=== block 1 ===
Fig. 1: block 1, wiring by layer
Scale: 2 px per µm. Only two layers are drawn.
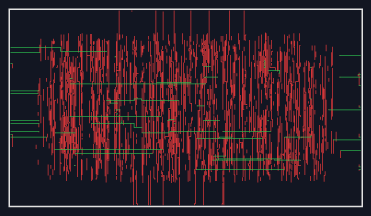

===== config.mk =====
export PLATFORM = sky130hd
export DESIGN_NAME = register_file
export DESIGN_NICKNAME = d
export VERILOG_FILES = /design/src/rtl/register_file_pkg.sv /design/src/rtl/register_file_entry.sv /design/src/rtl/register_file.sv
export SDC_FILE = /design/constraint.sdc
export NUM_CORES = 1
export LEC_CHECK = 0
export ABC_CLOCK_PERIOD_IN_PS = 3360
export CELL_PAD_IN_SITES_DETAIL_PLACEMENT = 1
export CELL_PAD_IN_SITES_GLOBAL_PLACEMENT = 1
export CORE_ASPECT_RATIO = 0.5
export CORE_MARGIN = 10
export CORE_UTILIZATION = 54
export CTS_CLUSTER_DIAMETER = 80
export DETAILED_ROUTE_END_ITERATION = 7
export GPL_ROUTABILITY_DRIVEN = 0
export PLACE_DENSITY_LB_ADDON = 0.1
export SYNTH_ARGS = -nofsm -noshare
export SYNTH_HDL_FRONTEND = slang
export SYNTH_SLANG_ARGS = --single-unit

===== constraint.sdc =====
create_clock -name CLK -period 3.36 [get_ports CLK]
set_clock_uncertainty 0.15 [all_clocks]
set_input_delay 0.672 -clock CLK [delete_from_list [all_inputs] [get_ports CLK]]
set_output_delay 0.672 -clock CLK [all_outputs]
set_load 0.05 [all_outputs]

===== src/rtl/register_file_pkg.sv =====
// register_file_pkg: shared sizes and data/address types for the register file slice.
package register_file_pkg;
   localparam int RF_WIDTH      = 16;
   localparam int RF_DEPTH      = 8;
   localparam int RF_ADDR_WIDTH = 3;
   typedef logic [RF_WIDTH-1:0]      rf_data_t;
   typedef logic [RF_ADDR_WIDTH-1:0] rf_addr_t;
endpackage


===== src/rtl/register_file_entry.sv =====
// register_file_entry: one storage word with asynchronous clear and load enable.
module register_file_entry #(
   parameter int WIDTH = 16
) (
   input  logic             clk_i,
   input  logic             rst_ni,
   input  logic             ld_i,
   input  logic [WIDTH-1:0] d_i,
   output logic [WIDTH-1:0] q_o
);
   logic [WIDTH-1:0] data_q, data_d;
   always_comb data_d = ld_i ? d_i : data_q;
   always_ff @(posedge clk_i or negedge rst_ni)
      if (!rst_ni) data_q <= '0;
      else         data_q <= data_d;
   assign q_o = data_q;
endmodule


===== src/rtl/register_file.sv =====
// register_file: 8x16 flop-based register file, single shared address, registered read data.
module register_file
   import register_file_pkg::*;
#(
   parameter int WIDTH      = RF_WIDTH,
   parameter int DEPTH      = RF_DEPTH,
   parameter int ADDR_WIDTH = RF_ADDR_WIDTH
) (
   input  logic                  CLK,
   input  logic                  RST,
   input  logic [WIDTH-1:0]      WrData,
   input  logic [ADDR_WIDTH-1:0] Address,
   input  logic                  WrEn,
   input  logic                  RdEn,
   output logic [WIDTH-1:0]      RdData
);
   logic                   wr_go, rd_go;
   logic [DEPTH-1:0]       wr_sel;
   logic [WIDTH-1:0]       mem [DEPTH];
   logic [WIDTH-1:0]       rd_data_q, rd_data_d;
   // Simultaneous read and write is treated as a no-op, not prioritised.
   always_comb begin
      wr_go = WrEn & ~RdEn;
      rd_go = RdEn & ~WrEn;
   end
   genvar i;
   for (i = 0; i < DEPTH; i++) begin : g_entry
      assign wr_sel[i] = wr_go && (Address == ADDR_WIDTH'(i));
      register_file_entry #(.WIDTH(WIDTH)) u_entry (
         .clk_i  (CLK),
         .rst_ni (RST),
         .ld_i   (wr_sel[i]),
         .d_i    (WrData),
         .q_o    (mem[i])
      );
   end
   always_comb rd_data_d = rd_go ? mem[Address] : rd_data_q;
   always_ff @(posedge CLK or negedge RST)
      if (!RST) rd_data_q <= '0;
      else      rd_data_q <= rd_data_d;
   assign RdData = rd_data_q;
endmodule


=== block 2 ===
## config.mk

```make
export PLATFORM = sky130hd
export DESIGN_NAME = fifo_ctrl
export DESIGN_NICKNAME = d
export VERILOG_FILES = /design/src/rtl/fifo_pkg.sv /design/src/rtl/fifo_skid.sv /design/src/rtl/fifo_ctrl.sv
export SDC_FILE = /design/constraint.sdc
export NUM_CORES = 1
export LEC_CHECK = 0
export CAP_MARGIN = 10
export CORE_AREA = 3 3 103 105
export DETAILED_ROUTE_END_ITERATION = 7
export DIE_AREA = 0 0 106 108
export HOLD_SLACK_MARGIN = 0.06
export PLACE_DENSITY = 0.78
export SLEW_MARGIN = 20
export SYNTH_ARGS = -nofsm -noshare
export SYNTH_HDL_FRONTEND = slang
export SYNTH_SLANG_ARGS = --single-unit
export TNS_END_PERCENT = 20
```

## constraint.sdc

```tcl
create_clock -name clock -period 4.2 [get_ports clock]
set_clock_uncertainty 0.1 [all_clocks]
set_input_delay 0.63 -clock clock [delete_from_list [all_inputs] [get_ports clock]]
set_output_delay 0.63 -clock clock [all_outputs]
set_load 0.01 [all_outputs]
```

## src/rtl/fifo_pkg.sv

```systemverilog
// Shared types and constants for the FIFO controller and its output skid buffer.
package fifo_pkg;

  localparam int FIFO_WIDTH = 32;
  localparam int FIFO_DEPTH = 16;
  localparam int FIFO_AW    = $clog2(FIFO_DEPTH);

  // fifo_ram returns read data one cycle after ram_re.
  localparam int RAM_RD_LAT = 1;

  typedef logic [FIFO_AW-1:0] ptr_t;
  typedef logic [FIFO_AW:0]   cnt_t;

endpackage

```

## src/rtl/fifo_skid.sv

```systemverilog
// Two-entry output buffer that absorbs the RAM read latency and presents the
// queue head with first-word-fall-through semantics.
module fifo_skid
  import fifo_pkg::*;
#(
  parameter int WIDTH = FIFO_WIDTH
) (
  input  logic             clock,
  input  logic             clear,
  input  logic             wr_en,
  input  logic [WIDTH-1:0] wr_data,
  input  logic             rd_ready,
  output logic             rd_valid,
  output logic [WIDTH-1:0] rd_data,
  output logic [1:0]       occ
);

  logic [1:0]       occ_q, occ_d;
  logic [WIDTH-1:0] head_q, head_d;
  logic [WIDTH-1:0] tail_q, tail_d;
  logic             pop;
  logic [1:0]       occ_after_pop;

  // Pop shifts the tail into the head; a write lands in the first free slot after the pop.
  always_comb begin
    pop           = (occ_q != 2'd0) && rd_ready;
    occ_after_pop = occ_q - {1'b0, pop};
    head_d        = head_q;
    tail_d        = tail_q;
    if (pop) begin
      head_d = tail_q;
    end
    if (wr_en) begin
      if (occ_after_pop == 2'd0) begin
        head_d = wr_data;
      end else begin
        tail_d = wr_data;
      end
    end
    occ_d = occ_after_pop + {1'b0, wr_en};
  end

  // Occupancy is control state and is cleared; entry data is left as-is.
  always_ff @(posedge clock) begin
    if (clear) begin
      occ_q <= 2'd0;
    end else begin
      occ_q <= occ_d;
    end
  end

  // Entry storage.
  always_ff @(posedge clock) begin
    head_q <= head_d;
    tail_q <= tail_d;
  end

  assign rd_valid = (occ_q != 2'd0);
  assign rd_data  = head_q;
  assign occ      = occ_q;

endmodule

```

## src/rtl/fifo_ctrl.sv

```systemverilog
// Pointer, occupancy and read-issue controller for the FIFO built around fifo_ram.
// Reads are issued ahead into a two-entry skid buffer so a word can leave every cycle.
module fifo_ctrl
  import fifo_pkg::*;
#(
  parameter  int WIDTH = FIFO_WIDTH,
  parameter  int DEPTH = FIFO_DEPTH,
  localparam int AW    = $clog2(DEPTH)
) (
  input  logic             clock,
  input  logic             reset,
  input  logic             flush,
  input  logic             in_valid,
  output logic             in_ready,
  input  logic [WIDTH-1:0] in_data,
  output logic             out_valid,
  input  logic             out_ready,
  output logic [WIDTH-1:0] out_data,
  output logic [AW:0]      count,
  output logic             ram_we,
  output logic [AW-1:0]    ram_waddr,
  output logic [WIDTH-1:0] ram_wdata,
  output logic             ram_re,
  output logic [AW-1:0]    ram_raddr,
  input  logic [WIDTH-1:0] ram_rdata
);

  localparam logic [AW:0] DEPTH_C = (AW+1)'(DEPTH);

  logic [AW-1:0] wr_ptr_q, wr_ptr_d;
  logic [AW-1:0] rd_ptr_q, rd_ptr_d;
  logic [AW:0]   ram_cnt_q, ram_cnt_d;
  logic          inflight_q, inflight_d;
  logic [1:0]    skid_occ;
  logic          clear, push, pop, issue;
  logic [2:0]    pending;

  // Handshakes, read issue and next-state arithmetic.
  always_comb begin
    clear    = reset || flush;
    count    = ram_cnt_q + {{AW{1'b0}}, inflight_q} + {{(AW-1){1'b0}}, skid_occ};
    in_ready = !clear && (count < DEPTH_C);
    push     = in_valid && in_ready;
    pop      = out_valid && out_ready;
    // Words that will sit in the skid buffer once this cycle's return and pop settle.
    pending  = {1'b0, skid_occ} + {2'b0, inflight_q};
    // ram_cnt excludes this cycle's push, so a read never targets the word being written.
    issue    = (ram_cnt_q != '0) && !clear && (pending < 3'd2 + {2'b0, pop});

    wr_ptr_d   = wr_ptr_q + {{(AW-1){1'b0}}, push};
    rd_ptr_d   = rd_ptr_q + {{(AW-1){1'b0}}, issue};
    ram_cnt_d  = ram_cnt_q + {{AW{1'b0}}, push} - {{AW{1'b0}}, issue};
    inflight_d = issue;

    ram_we    = push;
    ram_waddr = wr_ptr_q;
    ram_wdata = in_data;
    ram_re    = issue;
    ram_raddr = rd_ptr_q;
  end

  // Control state register; reset and flush return everything to empty.
  always_ff @(posedge clock) begin
    if (clear) begin
      wr_ptr_q   <= '0;
      rd_ptr_q   <= '0;
      ram_cnt_q  <= '0;
      inflight_q <= 1'b0;
    end else begin
      wr_ptr_q   <= wr_ptr_d;
      rd_ptr_q   <= rd_ptr_d;
      ram_cnt_q  <= ram_cnt_d;
      inflight_q <= inflight_d;
    end
  end

  // Data returning during a reset/flush cycle is dropped by gating the skid write.
  fifo_skid #(
    .WIDTH (WIDTH)
  ) u_skid (
    .clock    (clock),
    .clear    (clear),
    .wr_en    (inflight_q && !clear),
    .wr_data  (ram_rdata),
    .rd_ready (out_ready),
    .rd_valid (out_valid),
    .rd_data  (out_data),
    .occ      (skid_occ)
  );

  // Structural invariants of the controller.
  always_ff @(posedge clock) begin
    if (!reset) begin
      assert (count <= DEPTH_C);
      assert (!(ram_we && !in_ready));
      assert (skid_occ <= 2'd2);
      assert (!ram_re || (ram_cnt_q != '0));
    end
  end

endmodule

```

Fig. 2: block 2, the metal 2 layer
Scale: 4 px per µm.
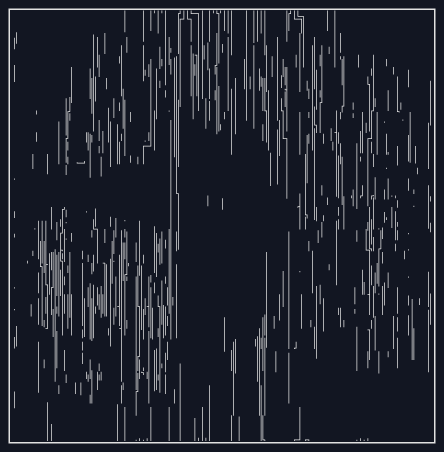
The layer carries 3520 µm of wire. The wires run mostly vertical. 360 nets have wire on it. The longest straight run is 54.7 µm.

==> flow_metrics.tcl, block 2 <==
# flow metrics
set metrics [dict create \
    route.vias.total 2164 \
    buffer_ports.inserted 85 \
    n_tap_cell 133 \
    synth_dominant_cell_count "dfxtp_1" \
    min_delay_path_depth 2 \
    setup_repair_after_global_routing_missed_its_margin "no" \
    status "finished, final reports clean" \
    h-tree-depth 3 \
    power_switching_mw 0.6409 \
    final.hold.worst_slack_ns 0.4202 \
    crit_family "buffers and inverters" \
    worst-r2r-setup-slack_ns 1.06 \
    r2r.worst_path.cells 12 \
    routabilityCongestion 0.7473 \
    post-route-util_pct 48.34 \
    logic_family "multiplexers" \
    worst-slew-pin-transition_ns 0.6960 \
]
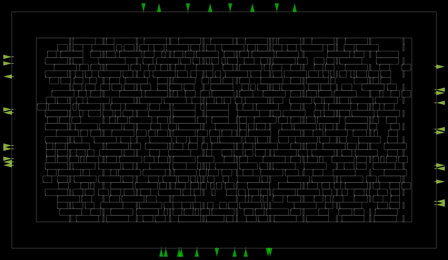
Fig. 3. Placement view (block 1).
number of tap cells inserted: 165
fraction of standard cell area that is sequential: 46.85%

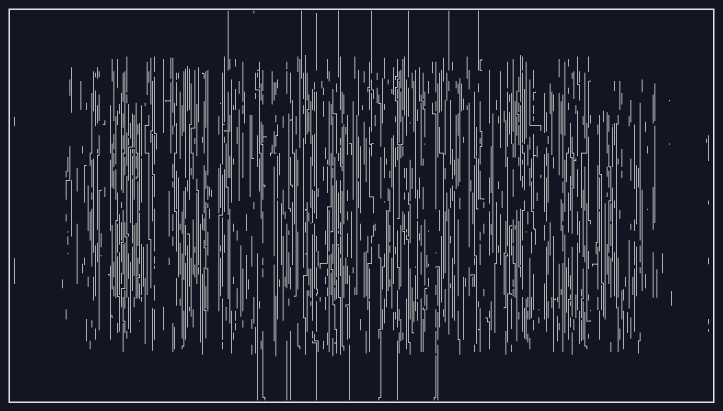
Fig. 4. The metal 2 layer (block 1).
Scale: 4 px per µm.
The layer carries 8230 µm of wire. The wires run mostly vertical.

## Picture notes: Fig. 1
Red shows metal 2, wire length 8230 µm. Green shows metal 3, wire length 796 µm.

==> flow_metrics.tcl, block 1 <==
# flow metrics
set metrics [dict create \
    postSynthAreaPerCell_um2 14.58 \
    critical_path.max_fanout 16 \
    postLayoutSetupSlackWorst_ns 0.8310 \
    dominant_power_group "registers" \
    ant_nets 0 \
    crit_path_max_incr_delay_ns 0.64 \
    floorplan.die_area_um2 17200 \
    post-synth-top-area-fraction_pct 55.04 \
    placed_cells 646 \
    mux_area_share_pct 32.85 \
    cts.reportedPaths.clkPinSlew_ns 0.06 \
    power_switching_mw 1.448 \
    ioPinCount 39 \
    clock_power_share_pct 34.6 \
    route.met2.wl_mm 8.228 \
    timing.critical_path.from_type "input port" \
    viasPerCell 5.956 \
    critical_path.slowest_cell "clkdlybuf4s50_1" \
    drt_drc_violations_left 0 \
    power.combinational.fraction_pct 20.2 \
    number_of_buffer_and_inverter_stages_on_the_critical_path 1 \
    critPathKind "in2reg" \
    worst-slew-pin-transition_ns 0.7895 \
    post-route-util_pct 64.95 \
    first_pass_iters 5 \
    ys_async_sr_fraction_pct 100.0 \
    warning_count 26 \
    tritoncts_num_sinks 144 \
    grt_antenna_before_repair 0 \
    power_combinational_mw 1.05 \
    number_of_inverters_outside_the_clock_class_in_the_layout 2 \
    m1WireLength_mm 7.582 \
    floorplan.die.width_um 175.7 \
    setup_repair_after_global_routing_missed_its_margin "no" \
    status "finished, final reports clean" \
    post_synthesis_cell_area_um2 6548 \
    logic_gate_count 274 \
    post_layout_nonfiller_instances 678 \
    worst_setup_path_endpoint "g_entry[2].u_entry.q_o[13]" \
    syn_warnings 0 \
    max-vdd-ir-drop_uv 317.9 \
    power_frac_seq_pct 45.2 \
    worstPathArrival_ns 2.67 \
    use_met2_pct 33.14 \
    die-height_um 97.86 \
    timing.final.crit_share_pct 75.27 \
    yosysChipArea_um2 6548 \
    core_area_um2 11840 \
    fin_setup_tns_ns 0 \
    post_placement_cell_area_um2 7129 \
]

==> gallery <==
Port wiring.
Scale: 2 px per µm.
shot_01.png
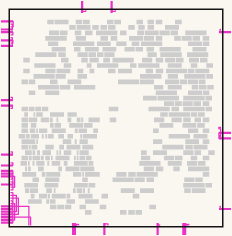
shot_02.png
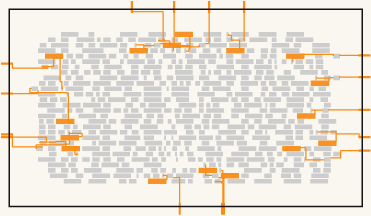
shot_02.png is block 1.
shot_01.png is block 2.

Key to shot_01.png:
Magenta shows `in_data`, bits 32, direction input, edge 20 left, 6 bottom, 4 right, 2 top, end cells 0, buffers 0, wire 192 µm.



==> screenshots <==
Pin placement.
Scale: 4 px per µm. Pins as bars across the die edge, other pins in gray.
panel A
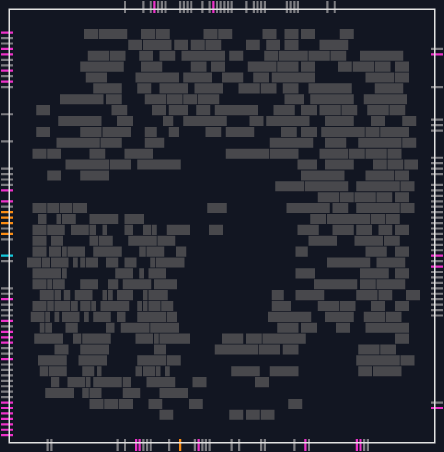
panel B
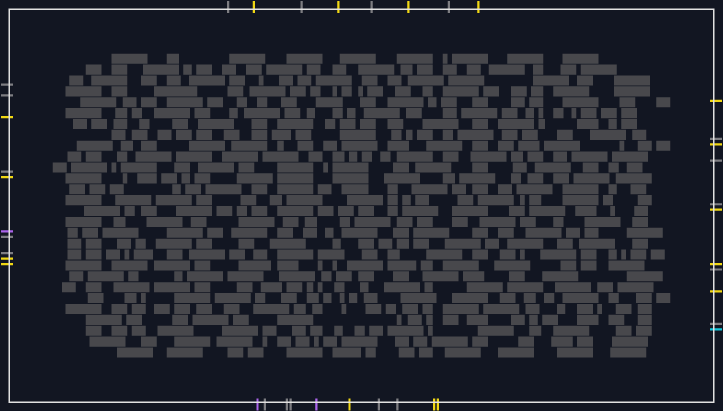
panel B: block 1
panel A: block 2
Of these, largest die: panel B
Of these, most pins: panel A

Key to panel B:
Cyan shows `RST`, pins 1, direction input, edge right. Yellow shows `RdData`, pins 16, direction output, edge 5 right, 4 left, 4 top, 3 bottom. Purple shows `Address`, pins 3, direction input, edge 2 bottom, 1 left.
All pins by edge: 11 right, 10 bottom, 10 left, 8 top.

